# hazard_forward_unit

Fig. 1: hazard_forward_unit, metal 2
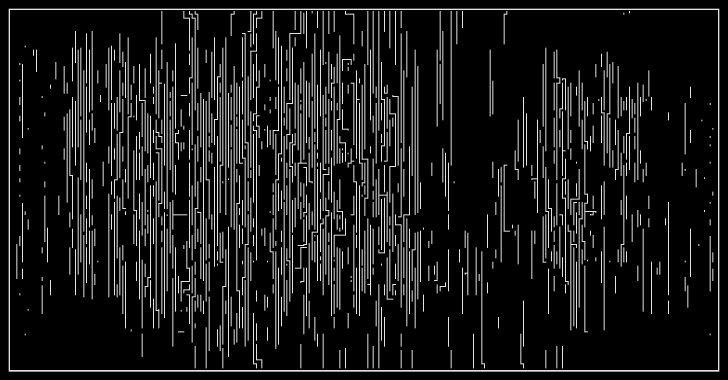

**config.mk**
```make
export PLATFORM = sky130hd
export DESIGN_NAME = hazard_forward_unit
export DESIGN_NICKNAME = d
export VERILOG_FILES = /design/src/rtl/hazard_forward_unit.sv
export SDC_FILE = /design/constraint.sdc
export NUM_CORES = 1
export LEC_CHECK = 0
export ABC_AREA = 0
export CAP_MARGIN = 0
export CORE_ASPECT_RATIO = 0.5
export CORE_MARGIN = 1
export CORE_UTILIZATION = 45
export DETAILED_ROUTE_END_ITERATION = 8
export PLACE_DENSITY = 0.88
export SLEW_MARGIN = 20
export SYNTH_ARGS = -nofsm -noshare
export SYNTH_HDL_FRONTEND = slang
export SYNTH_SLANG_ARGS = --single-unit
export TNS_END_PERCENT = 1
```
**constraint.sdc**
```tcl
create_clock -name clk -period 3 [get_ports clk]
set_input_delay 0.6 -clock clk [delete_from_list [all_inputs] [get_ports clk]]
set_output_delay 0.6 -clock clk [all_outputs]
set_load 0.005 [all_outputs]
```
**src/rtl/hazard_forward_unit.sv**
```systemverilog
// hazard_forward_unit
//   Hazard detection and forwarding-select generation for the dual-issue pipeline.
//   The ID-stage bundle's source operands are compared against the destinations
//   of the instructions in EX and MEM. The resulting forw/stall/is_hold codes are
//   registered, so they are valid while that bundle sits in EX. The unit also
//   drives the PC and IF/ID freeze for load-use bubbles and intra-bundle splits,
//   and it keeps a saturating count of frozen cycles.
//
// Ports
//   clk, rst                      clock (rising edge), synchronous active-high reset
//   id_valid                      ID bundle present
//   id_rs1_1/id_rs2_1/id_use*_1   lane1 sources and their use flags
//   id_rd_1/id_we_1/id_load_1     lane1 destination, write enable, is-load
//   id_rs1_2/id_rs2_2/id_use*_2   lane2 sources and their use flags
//   ex_rd_*/ex_we_*/ex_load_*     EX-stage lane1/2 destination info
//   mem_rd_*/mem_we_*             MEM-stage lane1/2 destination info
//   forw_1A/1B/2A/2B              registered operand select per lane/operand
//                                 0 regfile, 1 EX/MEM A, 2 EX/MEM B, 3 MEM/WB A,
//                                 4 MEM/WB B, 8 ALU1 same cycle (lane2 only)
//   stall_1/2                     registered bubble code (0 issue, 1 bubble)
//   is_hold_1/2                   registered split-hold code (1 slot withheld)
//   pc_hold/ifid_hold             combinational freeze of PC and IF/ID
//   stall_cnt                     saturating count of cycles with pc_hold=1
module hazard_forward_unit #(
    parameter int REG_ADDR_WIDTH = 5,
    parameter int CNT_WIDTH      = 16
) (
    input  logic                      clk,
    input  logic                      rst,
    input  logic                      id_valid,
    input  logic [REG_ADDR_WIDTH-1:0] id_rs1_1,
    input  logic [REG_ADDR_WIDTH-1:0] id_rs2_1,
    input  logic                      id_use1_1,
    input  logic                      id_use2_1,
    input  logic [REG_ADDR_WIDTH-1:0] id_rd_1,
    input  logic                      id_we_1,
    input  logic                      id_load_1,
    input  logic [REG_ADDR_WIDTH-1:0] id_rs1_2,
    input  logic [REG_ADDR_WIDTH-1:0] id_rs2_2,
    input  logic                      id_use1_2,
    input  logic                      id_use2_2,
    input  logic [REG_ADDR_WIDTH-1:0] ex_rd_1,
    input  logic [REG_ADDR_WIDTH-1:0] ex_rd_2,
    input  logic                      ex_we_1,
    input  logic                      ex_we_2,
    input  logic                      ex_load_1,
    input  logic                      ex_load_2,
    input  logic [REG_ADDR_WIDTH-1:0] mem_rd_1,
    input  logic [REG_ADDR_WIDTH-1:0] mem_rd_2,
    input  logic                      mem_we_1,
    input  logic                      mem_we_2,
    output logic [3:0]                forw_1A,
    output logic [3:0]                forw_1B,
    output logic [3:0]                forw_2A,
    output logic [3:0]                forw_2B,
    output logic [3:0]                stall_1,
    output logic [3:0]                stall_2,
    output logic [3:0]                is_hold_1,
    output logic [3:0]                is_hold_2,
    output logic                      pc_hold,
    output logic                      ifid_hold,
    output logic [CNT_WIDTH-1:0]      stall_cnt
);

    typedef enum logic {
        RUN   = 1'b0,
        SPLIT = 1'b1
    } state_t;

    state_t state, state_next;

    logic [3:0] forw_1a_n, forw_1b_n, forw_2a_n, forw_2b_n;
    logic [3:0] stall_1_n, stall_2_n, is_hold_1_n, is_hold_2_n;
    logic       hold_c;
    logic       lu_1, lu_2, split_dep;

    // Forward select for one source. Lane B beats lane A inside a stage because
    // it is the younger instruction; EX beats MEM for the same reason.
    function automatic logic [3:0] fwd_sel(input logic [REG_ADDR_WIDTH-1:0] src,
                                           input logic                      use_src,
                                           input logic                      allow_alu1);
        fwd_sel = 4'd0;
        if (use_src && src != '0) begin
            if (allow_alu1 && id_we_1 && !id_load_1 && src == id_rd_1)
                fwd_sel = 4'd8;
            else if (ex_we_2 && src == ex_rd_2)
                fwd_sel = 4'd2;
            else if (ex_we_1 && src == ex_rd_1)
                fwd_sel = 4'd1;
            else if (mem_we_2 && src == mem_rd_2)
                fwd_sel = 4'd4;
            else if (mem_we_1 && src == mem_rd_1)
                fwd_sel = 4'd3;
        end
    endfunction

    // A used non-x0 source that needs a value still being loaded in EX.
    function automatic logic load_hit(input logic [REG_ADDR_WIDTH-1:0] src,
                                      input logic                      use_src);
        load_hit = use_src && src != '0 &&
                   ((ex_load_1 && ex_we_1 && src == ex_rd_1) ||
                    (ex_load_2 && ex_we_2 && src == ex_rd_2));
    endfunction

    // A lane2 source that depends on a load issued in lane1 of the same bundle.
    function automatic logic intra_hit(input logic [REG_ADDR_WIDTH-1:0] src,
                                       input logic                      use_src);
        intra_hit = use_src && src != '0 && id_we_1 && id_load_1 && src == id_rd_1;
    endfunction

    always_comb begin
        lu_1      = load_hit(id_rs1_1, id_use1_1) | load_hit(id_rs2_1, id_use2_1);
        lu_2      = load_hit(id_rs1_2, id_use1_2) | load_hit(id_rs2_2, id_use2_2);
        split_dep = intra_hit(id_rs1_2, id_use1_2) | intra_hit(id_rs2_2, id_use2_2);
    end

    always_comb begin
        state_next  = state;
        hold_c      = 1'b0;
        forw_1a_n   = 4'd0;
        forw_1b_n   = 4'd0;
        forw_2a_n   = 4'd0;
        forw_2b_n   = 4'd0;
        stall_1_n   = 4'd0;
        stall_2_n   = 4'd0;
        is_hold_1_n = 4'd0;
        is_hold_2_n = 4'd0;

        if (!id_valid) begin
            stall_1_n = 4'd1;
            stall_2_n = 4'd1;
        end else begin
            case (state)
                RUN: begin
                    if (lu_1 || lu_2) begin
                        stall_1_n = 4'd1;
                        stall_2_n = 4'd1;
                        hold_c    = 1'b1;
                    end else if (split_dep) begin
                        forw_1a_n   = fwd_sel(id_rs1_1, id_use1_1, 1'b0);
                        forw_1b_n   = fwd_sel(id_rs2_1, id_use2_1, 1'b0);
                        is_hold_2_n = 4'd1;
                        hold_c      = 1'b1;
                        state_next  = SPLIT;
                    end else begin
                        forw_1a_n = fwd_sel(id_rs1_1, id_use1_1, 1'b0);
                        forw_1b_n = fwd_sel(id_rs2_1, id_use2_1, 1'b0);
                        forw_2a_n = fwd_sel(id_rs1_2, id_use1_2, 1'b1);
                        forw_2b_n = fwd_sel(id_rs2_2, id_use2_2, 1'b1);
                    end
                end
                SPLIT: begin
                    // Lane1 already issued; only lane2 of the held bundle remains.
                    is_hold_1_n = 4'd1;
                    if (lu_2) begin
                        stall_2_n = 4'd1;
                        hold_c    = 1'b1;
                    end else begin
                        forw_2a_n  = fwd_sel(id_rs1_2, id_use1_2, 1'b0);
                        forw_2b_n  = fwd_sel(id_rs2_2, id_use2_2, 1'b0);
                        state_next = RUN;
                    end
                end
                default: state_next = RUN;
            endcase
        end
    end

    assign pc_hold   = hold_c;
    assign ifid_hold = hold_c;

    always_ff @(posedge clk) begin
        if (rst) begin
            state     <= RUN;
            forw_1A   <= '0;
            forw_1B   <= '0;
            forw_2A   <= '0;
            forw_2B   <= '0;
            stall_1   <= '0;
            stall_2   <= '0;
            is_hold_1 <= '0;
            is_hold_2 <= '0;
            stall_cnt <= '0;
        end else begin
            state     <= state_next;
            forw_1A   <= forw_1a_n;
            forw_1B   <= forw_1b_n;
            forw_2A   <= forw_2a_n;
            forw_2B   <= forw_2b_n;
            stall_1   <= stall_1_n;
            stall_2   <= stall_2_n;
            is_hold_1 <= is_hold_1_n;
            is_hold_2 <= is_hold_2_n;
            if (hold_c && stall_cnt != '1)
                stall_cnt <= stall_cnt + {{(CNT_WIDTH-1){1'b0}}, 1'b1};
        end
    end

endmodule

```
# hazard_unit

--- src/rtl/hazard_unit.sv ---
// Hazard controller for the five-stage core: load-use and branch stalls,
// plus EX and ID-branch operand forwarding from a shadow E/M/W record.
module hazard_unit #(
  parameter int STALL_CNT_W = 16
) (
  input  logic                   clk,
  input  logic                   rst_n,
  input  logic [31:0]            instr_d,
  input  logic [3:0]             instr_type_d,
  input  logic                   valid_d,
  output logic                   stall,
  output logic [1:0]             fwd_a_e,
  output logic [1:0]             fwd_b_e,
  output logic [1:0]             fwd_a_d,
  output logic [1:0]             fwd_b_d,
  output logic [STALL_CNT_W-1:0] stall_count
);

  typedef enum logic [2:0] {
    T_OTH = 3'd0,
    T_R   = 3'd1,
    T_I   = 3'd2,
    T_BR  = 3'd3,
    T_LD  = 3'd4
  } itype_e;

  typedef struct packed {
    itype_e     ty;
    logic [4:0] rs;
    logic [4:0] rt;
    logic [4:0] dst;
    logic       valid;
  } rec_t;

  function automatic rec_t mk_rec(
    input logic [31:0] ins,
    input logic [3:0]  ty,
    input logic        v
  );
    rec_t r;
    r.ty    = (ty <= 4'd4) ? itype_e'(ty[2:0]) : T_OTH;
    r.rs    = ins[25:21];
    r.rt    = ins[20:16];
    r.valid = v;
    unique case (r.ty)
      T_R:       r.dst = ins[15:11];
      T_I, T_LD: r.dst = ins[20:16];
      default:   r.dst = 5'd0;
    endcase
    return r;
  endfunction

  function automatic logic use_rs(input rec_t r);
    return r.ty inside {T_R, T_I, T_BR, T_LD};
  endfunction

  function automatic logic use_rt(input rec_t r);
    return r.ty inside {T_R, T_BR};
  endfunction

  function automatic logic is_wr(input rec_t r);
    return r.valid && (r.dst != 5'd0)
        && (r.ty inside {T_R, T_I, T_LD});
  endfunction

  function automatic logic hits(input rec_t w, input rec_t d);
    return (use_rs(d) && w.dst == d.rs)
        || (use_rt(d) && w.dst == d.rt);
  endfunction

  // MEM only forwards ALU results; a load in MEM has no data yet.
  function automatic logic [1:0] fwd_sel(
    input logic [4:0] src,
    input logic       used,
    input rec_t       m,
    input rec_t       w
  );
    logic m_hit;
    logic w_hit;
    logic [1:0] sel;
    m_hit = used && is_wr(m) && (m.ty inside {T_R, T_I})
         && (m.dst == src);
    w_hit = used && is_wr(w) && (w.dst == src);
    priority case (1'b1)
      m_hit:   sel = 2'b01;
      w_hit:   sel = 2'b10;
      default: sel = 2'b00;
    endcase
    return sel;
  endfunction

  rec_t d_rec;
  rec_t e_q, e_d;
  rec_t m_q;
  rec_t w_q;
  logic [STALL_CNT_W-1:0] cnt_q, cnt_d;
  logic ld_use, br_ex, br_mem, id_br;
  logic unused_ok;

  assign unused_ok = ^{instr_d[31:26], instr_d[10:0]};
  assign d_rec = mk_rec(instr_d, instr_type_d, valid_d);

  assign ld_use = is_wr(e_q) && (e_q.ty == T_LD)
               && hits(e_q, d_rec);
  assign br_ex  = (d_rec.ty == T_BR) && is_wr(e_q)
               && hits(e_q, d_rec);
  assign br_mem = (d_rec.ty == T_BR) && is_wr(m_q)
               && (m_q.ty == T_LD) && hits(m_q, d_rec);
  assign stall  = valid_d && (ld_use || br_ex || br_mem);

  assign fwd_a_e = e_q.valid
    ? fwd_sel(e_q.rs, use_rs(e_q), m_q, w_q) : 2'b00;
  assign fwd_b_e = e_q.valid
    ? fwd_sel(e_q.rt, use_rt(e_q), m_q, w_q) : 2'b00;

  assign id_br   = valid_d && (d_rec.ty == T_BR);
  assign fwd_a_d = id_br
    ? fwd_sel(d_rec.rs, use_rs(d_rec), m_q, w_q) : 2'b00;
  assign fwd_b_d = id_br
    ? fwd_sel(d_rec.rt, use_rt(d_rec), m_q, w_q) : 2'b00;

  always_comb begin
    e_d = (stall || !valid_d) ? '0 : d_rec;
    cnt_d = cnt_q;
    if (stall && !(&cnt_q))
      cnt_d = cnt_q + STALL_CNT_W'(1);
  end

  always_ff @(posedge clk or negedge rst_n) begin
    if (!rst_n) begin
      e_q   <= '0;
      m_q   <= '0;
      w_q   <= '0;
      cnt_q <= '0;
    end else begin
      e_q   <= e_d;
      m_q   <= e_q;
      w_q   <= m_q;
      cnt_q <= cnt_d;
    end
  end

  assign stall_count = cnt_q;

endmodule
--- config.mk ---
export PLATFORM = sky130hd
export DESIGN_NAME = hazard_unit
export DESIGN_NICKNAME = d
export VERILOG_FILES = /design/src/rtl/hazard_unit.sv
export SDC_FILE = /design/constraint.sdc
export NUM_CORES = 1
export LEC_CHECK = 0
export CORE_MARGIN = 5
export CORE_UTILIZATION = 54
export DETAILED_ROUTE_END_ITERATION = 6
export GPL_ROUTABILITY_DRIVEN = 0
export PLACE_DENSITY = 0.85
export SLEW_MARGIN = 10
export SYNTH_ARGS = -nofsm -noshare
export SYNTH_HDL_FRONTEND = slang
export SYNTH_SLANG_ARGS = --single-unit
--- constraint.sdc ---
create_clock -name clk -period 5.5 [get_ports clk]
set_input_delay 1.1 -clock clk [delete_from_list [all_inputs] [get_ports clk]]
set_output_delay 1.1 -clock clk [all_outputs]
set_load 0.02 [all_outputs]
Fig. 2: hazard_unit, congestion heat map
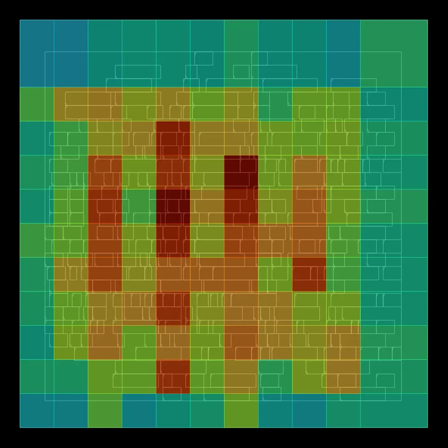
busiest grt layer: met2
core utilization of the finished layout: 67.59%
M2 GR Usage: 35.58%
routed length per instance: 15.93 µm
Total GRT Usage: 19.56%

==> results.txt, hazard_unit <==
Implementation status.

- Setup repair after global routing left no endpoint under its margin.
- The fraction of the mapped netlist area in adder cells is 0.4396%.
- Measured along the y axis, the die boundary spans between 80 and 90 µm.
- The worst slack at placement is between 0.5 and 0.6 ns.
- For reference, XOR and XNOR gates occupy roughly a fifth of the area reported after synthesis.
- The maximum clock rate is slightly above 200 MHz.
- For this design the top-level I/O count stands at 64.
- In this run the mean area of a mapped cell was between 10 and 15 µm².
- By area the synthesized netlist is led by sky130_fd_sc_hd__dfrtp_1 47%, sky130_fd_sc_hd__xor2_1 12%, sky130_fd_sc_hd__xnor2_1 9.5%.
- The timing report notes that buffer and inverter cells on the critical path total 2.
- The start of the worst register-to-register path is stall_count[0]$_DFFE_PN0P_.
- The setup slack of the critical path after layout is ~0.55 ns.
- Looking at the clock tree report, the H-tree level count equals 2.
- The end-of-flow timing check tallies setup violations at 0.
- The layout overhead on the synthesized area is 21.27%.
- The flow ran to the end, and the final reports show no timing, DRC or antenna violations.
- The area inside the core boundary is between 5000 and 6000 µm².
- The fraction of registers with async set/reset is 100.0%.
- The number of nets in the synthesized netlist is 312.
- The most frequently placed logic cell in the final layout is sky130_fd_sc_hd__dfrtp_1.
-- hazard_unit: power by group through the flow --
stage	Sequential, W	Clock [W]	Combinational [W]
floorplan	0.000413	0	0.0000439
global placement	0.000418	0	0.0000746
detailed placement	0.000419	0	0.0000769
CTS	0.000411	0.000278	0.0000771
global route	0.000412	0.000293	0.0000854
finish	0.000411	0.000275	0.0000763
-- hazard_unit: final cells by class --
| cell class | count | area [µm²] | share of cell area, % |
|---|---|---|---|
| inverters | 5 | 18.77 | 0.5437 |
| flip-flops and latches | 53 | 1326 | 38.42 |
| clock buffers | 7 | 86.33 | 2.501 |
| multi-input cells | 199 | 1440 | 41.72 |
| clock inverters | 1 | 30.03 | 0.8699 |
| repair buffers | 47 | 462.9 | 13.41 |
| well taps | 70 | 87.58 | 2.537 |
-- hazard_unit: routing by layer --
metal / part of all wire [%] / track usage, % / vias up
met5: 0 / 0 / -
met4: 2.0 / 6.373 / 0
met3: 7.1 / 5.531 / 17
met2: 49 / 35.58 / 94
met1: 42 / 21.91 / 1002
li1: - / - / 1006
-- hazard_unit: metrics by stage --
step,cell area (µm²),instances
floorplan,2846,272
global placement,3336,374
detailed placement,3336,374
CTS,3452,382
global route,3452,382
finish,3452,382
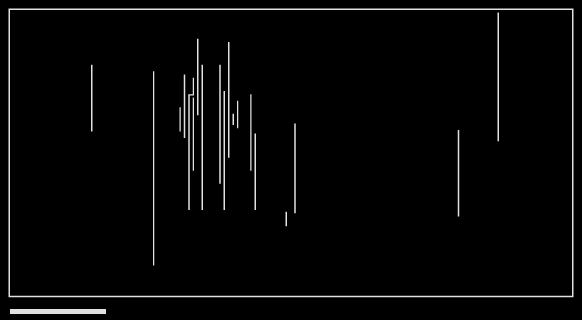
Fig. 3. M4 wires (hazard_forward_unit).
Bar = 20 µm.
The wires run mostly vertical. The longest straight run is 40.1 µm.

About Fig. 1:
The wires run mostly vertical. The layer carries 4610 µm of wire. The longest straight run is 29.9 µm.

==> results.txt, hazard_forward_unit <==
Implementation status.

- Looking at hold timing, the worst path starts from stall_cnt[7]$_SDFFE_PP0P_.
- Routability-driven placement finished with a final weighted congestion of 0.9358.
- The floorplan step defined a core boundary enclosing approximately 6200 µm².
- Once routing completed, OpenROAD measured the worst setup slack at approximately 0.044 ns.
- The category of the worst setup path capture point is an output pin.
- Measured along the x axis, the die boundary spans 117.0 µm.
- The cell type of the slowest stage on the worst timing path is sky130_fd_sc_hd__or4_4.
- The via count of the first global-routing pass is slightly above 3000.
- The setup TNS is 0 ns.
- The number of nets at the end of the flow is between 500 and 600.
- The cell area after synthesis is 2975 µm².
- The most common cell in the netlist is sky130_fd_sc_hd__xor2_1.
- The number of buffers between clock root and the deepest sink is 2.
- After detailed routing, the met2 layer carries around 4600 µm of wire.
- Across all checked pins, the minimum headroom to the slew limit is 65.93%.
- The vertical die dimension reported for this design is 59.50 µm.
- The final report gives the standard cell area, fillers excluded, as approximately 4600 µm².
- Derived from the worst setup path, the maximum achievable clock frequency is 338.3 MHz.
- The CTS report gives the tree buffer count as 5.
- The leakage component of the power is between 1.5 and 2 nW.
- The full die area is slightly below 7000 µm².
- The flow ran to the end, and the final reports show no timing, DRC or antenna violations.
## hazard_forward_unit: state kept, by name, indices dropped and copies added (netlist names)
register	flops
stall_cnt	16
forw_2A	4
forw_2B	4
forw_1A	3
forw_1B	3
is_hold_1	1
is_hold_2	1
stall_1	1
stall_2	1
state	1
## hazard_forward_unit: area by class of cell
| class | instances | area [µm²] |
|---|---|---|
| inverter | 6 | 22.52 |
| timing repair buffer | 168 | 1486 |
| fill | 419 | 1603 |
| multi-input combinational | 297 | 2180 |
| tap | 88 | 110.1 |
| sequential | 35 | 700.7 |
| clock buffer | 6 | 128.9 |
## hazard_forward_unit: kinds of logic after synthesis
group                    share of synthesized area [%]
AND/OR/NAND/NOR                                  24.73
XOR/XNOR                                         27.96
buffers and inverters                            10.26
AND-OR/OR-AND                                    11.90
flip-flops                                       23.55
multiplexers                                     1.051
adder cells (fa/ha/maj)                         0.4205
other                                           0.1260
## hazard_forward_unit: power by group
part / internal, W / leakage [nW] / switching [W]
combinational: 0.000210 / 1.53 / 0.000214
clock: 0.000298 / 0.0628 / 0.000172
sequential: 0.000469 / 0.282 / 0.00000129

# memmap_ws

Fig. 4: memmap_ws, M1 wires
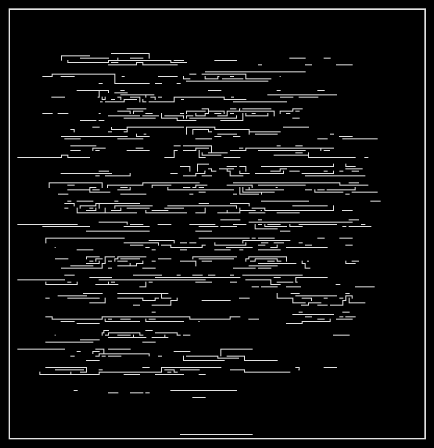
Fig. 5: memmap_ws, metal 2
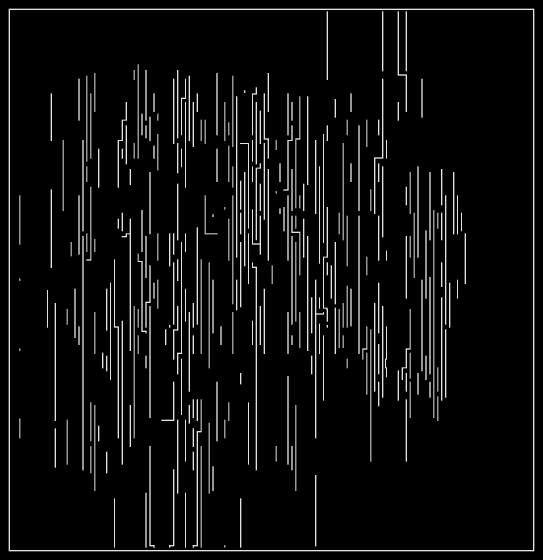
[src/rtl/memmap_pkg.sv]
// Shared constants for the 68k address decoder / wait-state generator:
// chip-select bit positions, top-byte region boundaries and FSM states.
package memmap_pkg;

  localparam int CS_CTRL  = 7;
  localparam int CS_GFX   = 6;
  localparam int CS_IO    = 5;
  localparam int CS_PGTBL = 4;
  localparam int CS_RAM1  = 3;
  localparam int CS_RAM2  = 2;
  localparam int CS_ROM   = 1;
  localparam int CS_UNMAP = 0;

  localparam logic [7:0] T_UNMAP   = 8'h00;
  localparam logic [7:0] T_CTRL    = 8'h01;
  localparam logic [7:0] T_PGTBL   = 8'h02;
  localparam logic [7:0] T_IO      = 8'h03;
  localparam logic [7:0] T_GFX_LO  = 8'h3C;
  localparam logic [7:0] T_OVL_HI  = 8'h3F;
  localparam logic [7:0] T_ROM_LO  = 8'h40;
  localparam logic [7:0] T_RAM1_LO = 8'h80;
  localparam logic [7:0] T_RAM2_LO = 8'hC0;

  typedef enum logic [2:0] {
    ST_IDLE = 3'd0,
    ST_WAIT = 3'd1,
    ST_ACK  = 3'd2,
    ST_TOUT = 3'd3,
    ST_BERR = 3'd4
  } state_e;

endpackage

[src/rtl/memmap_decode.sv]
// Combinational top-byte decoder: one-hot chip select, region wait states,
// and an undefined-region flag. Boot overlay redirects low reads to ROM.
module memmap_decode
  import memmap_pkg::*;
#(
  parameter int WS_CTRL  = 0,
  parameter int WS_PGTBL = 0,
  parameter int WS_IO    = 3,
  parameter int WS_GFX   = 1,
  parameter int WS_ROM   = 2,
  parameter int WS_RAM   = 0,
  parameter int WS_UNMAP = 0
) (
  input  logic [7:0] top_i,
  input  logic       rw_i,
  input  logic       overlay_i,
  output logic [7:0] cs_o,
  output logic [3:0] ws_o,
  output logic       undef_o
);

  always_comb begin
    cs_o    = 8'd0;
    ws_o    = 4'd0;
    undef_o = 1'b0;
    if (overlay_i && rw_i && (top_i <= T_OVL_HI)) begin
      cs_o[CS_ROM] = 1'b1;
      ws_o         = 4'(WS_ROM);
    end else if (top_i == T_UNMAP) begin
      cs_o[CS_UNMAP] = 1'b1;
      ws_o           = 4'(WS_UNMAP);
    end else if (top_i == T_CTRL) begin
      cs_o[CS_CTRL] = 1'b1;
      ws_o          = 4'(WS_CTRL);
    end else if (top_i == T_PGTBL) begin
      cs_o[CS_PGTBL] = 1'b1;
      ws_o           = 4'(WS_PGTBL);
    end else if (top_i == T_IO) begin
      cs_o[CS_IO] = 1'b1;
      ws_o        = 4'(WS_IO);
    end else if (top_i >= T_RAM2_LO) begin
      cs_o[CS_RAM2] = 1'b1;
      ws_o          = 4'(WS_RAM);
    end else if (top_i >= T_RAM1_LO) begin
      cs_o[CS_RAM1] = 1'b1;
      ws_o          = 4'(WS_RAM);
    end else if (top_i >= T_ROM_LO) begin
      cs_o[CS_ROM] = 1'b1;
      ws_o         = 4'(WS_ROM);
    end else if (top_i >= T_GFX_LO) begin
      cs_o[CS_GFX] = 1'b1;
      ws_o         = 4'(WS_GFX);
    end else begin
      // 04..3B: no slave responds; the FSM times out into a bus error
      undef_o = 1'b1;
    end
  end

endmodule

[src/rtl/memmap_ws.sv]
// Registered 68k bus-cycle decoder: drives chip selects, counts wait states,
// returns dtack, or raises berr after a timeout for undefined regions.
module memmap_ws
  import memmap_pkg::*;
#(
  parameter int ADDR_W       = 8,
  parameter int WS_CTRL      = 0,
  parameter int WS_PGTBL     = 0,
  parameter int WS_IO        = 3,
  parameter int WS_GFX       = 1,
  parameter int WS_ROM       = 2,
  parameter int WS_RAM       = 0,
  parameter int WS_UNMAP     = 0,
  parameter int BERR_TIMEOUT = 16,
  parameter int BOOT_FETCHES = 4
) (
  input  logic              clk,
  input  logic              rst,
  input  logic              as,
  input  logic              rw,
  input  logic [ADDR_W-1:0] addr_in,
  output logic [7:0]        cs,
  output logic              dtack,
  output logic              berr
);

  state_e     state_q, state_d;
  logic [7:0] cnt_q, cnt_d;
  logic [7:0] cs_q, cs_d;
  logic       dtack_q, dtack_d;
  logic       berr_q, berr_d;
  logic [3:0] boot_q, boot_d;
  logic       ovl_q, ovl_d;

  logic [7:0] top_s;
  logic [7:0] dec_cs_s;
  logic [3:0] dec_ws_s;
  logic       dec_undef_s;
  logic       overlay_s;
  logic       ovl_hit_s;

  assign top_s     = addr_in[ADDR_W-1 -: 8];
  assign overlay_s = (boot_q != 4'd0);
  assign ovl_hit_s = overlay_s && rw && (top_s <= T_OVL_HI);

  memmap_decode #(
    .WS_CTRL (WS_CTRL),
    .WS_PGTBL(WS_PGTBL),
    .WS_IO   (WS_IO),
    .WS_GFX  (WS_GFX),
    .WS_ROM  (WS_ROM),
    .WS_RAM  (WS_RAM),
    .WS_UNMAP(WS_UNMAP)
  ) u_decode (
    .top_i    (top_s),
    .rw_i     (rw),
    .overlay_i(overlay_s),
    .cs_o     (dec_cs_s),
    .ws_o     (dec_ws_s),
    .undef_o  (dec_undef_s)
  );

  always_comb begin
    state_d = state_q;
    cnt_d   = cnt_q;
    cs_d    = cs_q;
    dtack_d = dtack_q;
    berr_d  = berr_q;
    boot_d  = boot_q;
    ovl_d   = ovl_q;
    case (state_q)
      ST_IDLE: begin
        if (as) begin
          if (dec_undef_s) begin
            cs_d    = 8'd0;
            cnt_d   = 8'(BERR_TIMEOUT - 1);
            ovl_d   = 1'b0;
            state_d = ST_TOUT;
          end else begin
            cs_d    = dec_cs_s;
            cnt_d   = {4'd0, dec_ws_s};
            ovl_d   = ovl_hit_s;
            state_d = ST_WAIT;
          end
        end else begin
          state_d = ST_IDLE;
        end
      end
      ST_WAIT: begin
        if (!as) begin
          cs_d    = 8'd0;
          state_d = ST_IDLE;
        end else if (cnt_q == 8'd0) begin
          dtack_d = 1'b1;
          state_d = ST_ACK;
        end else begin
          cnt_d = cnt_q - 8'd1;
        end
      end
      ST_ACK: begin
        if (!as) begin
          cs_d    = 8'd0;
          dtack_d = 1'b0;
          state_d = ST_IDLE;
          // only a completed overlay read consumes a boot fetch
          if (ovl_q && (boot_q != 4'd0)) begin
            boot_d = boot_q - 4'd1;
          end else begin
            boot_d = boot_q;
          end
        end else begin
          state_d = ST_ACK;
        end
      end
      ST_TOUT: begin
        if (!as) begin
          state_d = ST_IDLE;
        end else if (cnt_q == 8'd0) begin
          berr_d  = 1'b1;
          state_d = ST_BERR;
        end else begin
          cnt_d = cnt_q - 8'd1;
        end
      end
      ST_BERR: begin
        if (!as) begin
          berr_d  = 1'b0;
          state_d = ST_IDLE;
        end else begin
          state_d = ST_BERR;
        end
      end
      default: begin
        cs_d    = 8'd0;
        dtack_d = 1'b0;
        berr_d  = 1'b0;
        state_d = ST_IDLE;
      end
    endcase
  end

  always_ff @(posedge clk) begin
    if (rst) begin
      state_q <= ST_IDLE;
      cnt_q   <= 8'd0;
      cs_q    <= 8'd0;
      dtack_q <= 1'b0;
      berr_q  <= 1'b0;
      boot_q  <= 4'(BOOT_FETCHES);
      ovl_q   <= 1'b0;
    end else begin
      state_q <= state_d;
      cnt_q   <= cnt_d;
      cs_q    <= cs_d;
      dtack_q <= dtack_d;
      berr_q  <= berr_d;
      boot_q  <= boot_d;
      ovl_q   <= ovl_d;
    end
  end

  assign cs    = cs_q;
  assign dtack = dtack_q;
  assign berr  = berr_q;

endmodule

[config.mk]
export PLATFORM = sky130hd
export DESIGN_NAME = memmap_ws
export DESIGN_NICKNAME = d
export VERILOG_FILES = /design/src/rtl/memmap_pkg.sv /design/src/rtl/memmap_decode.sv /design/src/rtl/memmap_ws.sv
export SDC_FILE = /design/constraint.sdc
export NUM_CORES = 1
export LEC_CHECK = 0
export CAP_MARGIN = 20
export CORE_AREA = 4 4 57 59
export CTS_CLUSTER_DIAMETER = 50
export DETAILED_ROUTE_END_ITERATION = 8
export DIE_AREA = 0 0 61 63
export PLACE_DENSITY = 0.79
export RECOVER_POWER = 100
export SETUP_SLACK_MARGIN = 0.1
export SYNTH_ARGS = -nofsm -noshare
export SYNTH_HDL_FRONTEND = slang
export SYNTH_HIERARCHICAL = 1
export SYNTH_SLANG_ARGS = --single-unit
[constraint.sdc]
create_clock -name clk -period 5.05 [get_ports clk]
set_input_delay 1.515 -clock clk [delete_from_list [all_inputs] [get_ports clk]]
set_output_delay 1.515 -clock clk [all_outputs]
set_load 0.05 [all_outputs]
==> results.txt <==
Implementation status.

- The flow ran to the end, and the final reports show no timing, DRC or antenna violations.
- The main area contributors are sky130_fd_sc_hd__dfxtp_1 35%, sky130_fd_sc_hd__mux2i_1 6.0%, sky130_fd_sc_hd__nand2_1 6.0%.
- The H-tree depth is 1.
- After synthesis, the design contains 183 cells according to Yosys.
- The cell type of the slowest stage on the worst timing path is sky130_fd_sc_hd__nor4b_1.
- Summed over its instances, the top area cell type makes up between 30% and 40% of the synthesized netlist area.
- In this run, the synthesized area fraction spent on adder and majority cells is recorded as roughly 2.5%.
- The worst hold path belongs to the class flip-flop to flip-flop.
- The count of filler cells inserted in the layout is 237.
- Setup repair after global routing left no endpoint under its margin.
- The number of antenna violations at the first check in global routing is 0.
- For the worst min-delay path, the startpoint reported by OpenROAD is cs[1]$_SDFFE_PP0P_.
- The cell area after synthesis is ~1500 µm².
- At the later pin of the worst-skew pair, clock insertion delay measures between 0.3 and 0.4 ns.
- The finished cells cover about 1800 µm².
- The clock transition at the registers of the reported paths is around 0.13 ns.
- The placed cell area is around 1700 µm².
- The non-clock inverter count in the final layout is 10.
- After layout, the worst path uses 76.49% of the clock period.
- The post-synthesis sequential element count is 26.
- The number of buffers and inverters on the critical path is 1.
- Yosys instantiated no cell more often than sky130_fd_sc_hd__dfxtp_1.
- The STA report counts the stages on the worst setup path as 6.
- Static timing analysis puts the maximum clock frequency at 258.9 MHz.
- The I/O pin total is 22.
- The met3 usage in global routing is 3.512%.
- The number of distinct library cell variants in the gate-level netlist after synthesis is 51.
- The average footprint of a synthesized cell is ~8 µm².
- The fraction of the core area covered by cells at the end of the flow is 65.10%.
- The number of cells on the worst hold path is listed as 2.
- The DRC violation total left in the routed layout is recorded as 0.
- The setup TNS is 0 ns.
- Across the routed clock network, the largest skew measured is 0.01088 ns.
- According to the finish report, the design has a final net count of between 200 and 250.
- CTS saw 26 sinks.
- STA puts the critical path data arrival time at slightly above 4 ns.
- The endpoint of the worst hold path is reported as cs[1]$_SDFFE_PP0P_.
- Global routing put the most usage on met2.
- The hold slack is 0.4687 ns.
- The number of search-and-repair iterations in the first detailed-routing pass is 4.
- The cell-mix breakdown from Yosys lists the simple-gate area share as between 30% and 40%.
- Of the post-synthesis cell area, the part taken by muxes is 6.739%.
- The clock period minus worst slack is between 3 and 4 ns.
About Fig. 4:
The longest straight run is 15.6 µm. The wires run mostly horizontal. 206 nets have wire on it.

About Fig. 5:
186 nets have wire on it. The wires run mostly vertical. The longest straight run is 27.2 µm. The layer carries 1620 µm of wire.

-- placed cells by master, fill, tap and decap left out, types with 3 or more instances in the layout --
cell type | Yosys | layout
sky130_fd_sc_hd__o21ai_0 | 9 | 9
sky130_fd_sc_hd__or3_1 | 3 | 3
sky130_fd_sc_hd__nor3b_1 | 3 | 3
sky130_fd_sc_hd__dlygate4sd3_1 | 0 | 14
sky130_fd_sc_hd__a21oi_1 | 10 | 10
sky130_fd_sc_hd__nor4b_1 | 2 | 3
sky130_fd_sc_hd__inv_1 | 10 | 10
sky130_fd_sc_hd__ha_1 | 3 | 3
sky130_fd_sc_hd__nor2b_1 | 3 | 3
sky130_fd_sc_hd__dfxtp_1 | 26 | 26
sky130_fd_sc_hd__nand3_1 | 4 | 4
sky130_fd_sc_hd__nand2_1 | 24 | 24
sky130_fd_sc_hd__mux2i_1 | 9 | 9
sky130_fd_sc_hd__nor2_1 | 18 | 18
sky130_fd_sc_hd__nor3_1 | 6 | 6
sky130_fd_sc_hd__o311ai_0 | 3 | 3
sky130_fd_sc_hd__clkdlybuf4s50_1 | 0 | 7
sky130_fd_sc_hd__clkbuf_4 | 0 | 3


==> gallery <==
Signal wires on met3.
Bar = 20 µm. Cells faint in the background.
picture 1
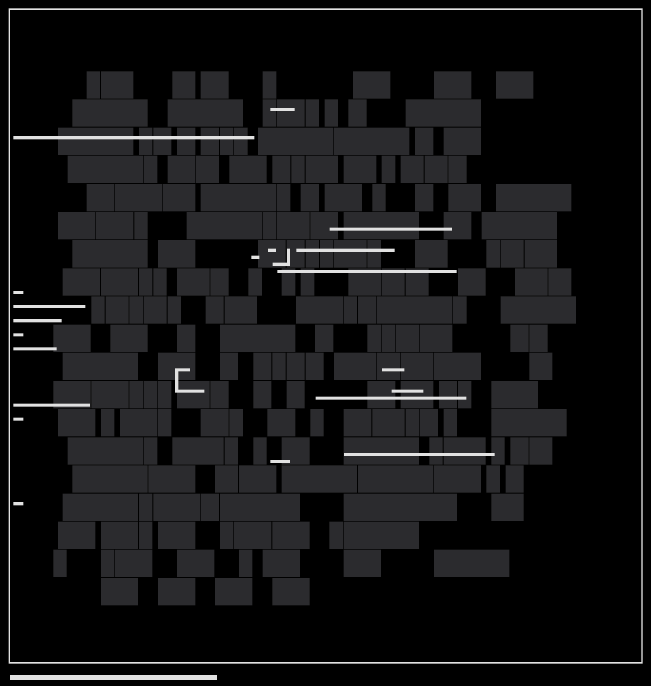
picture 2
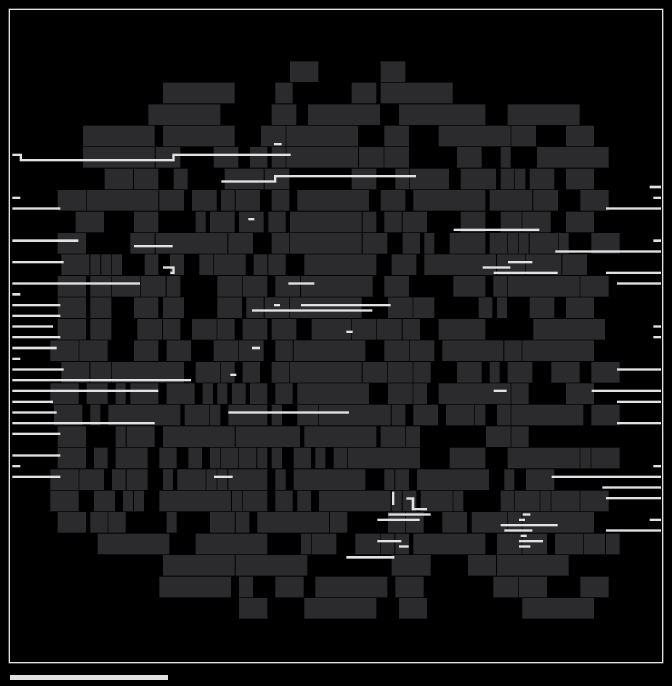
picture 3
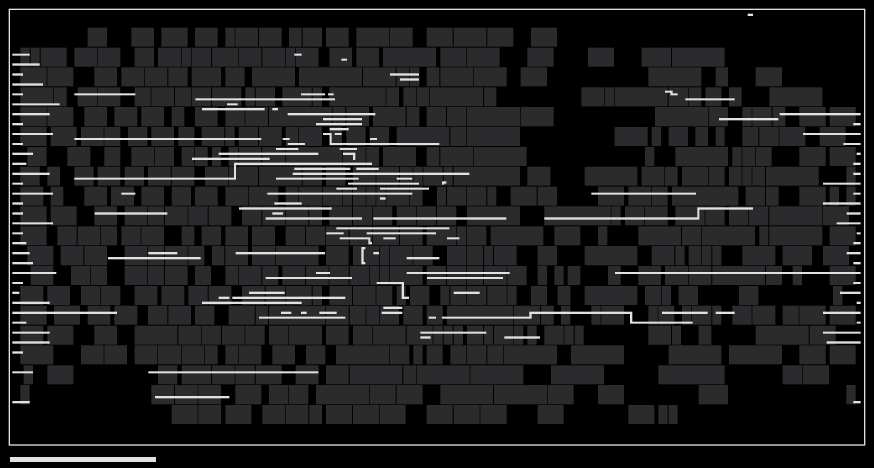
- smallest die: picture 1
memmap_ws is picture 1.
hazard_unit is picture 2.
hazard_forward_unit is picture 3.

Key to picture 2:
The wires run mostly horizontal. The layer carries 436 µm of wire. The layer holds 7.2% of the routed length. The longest straight run is 22.3 µm. 63 nets have wire on it.

Power figures rest on the tool's default switching activity, not on a simulated workload.
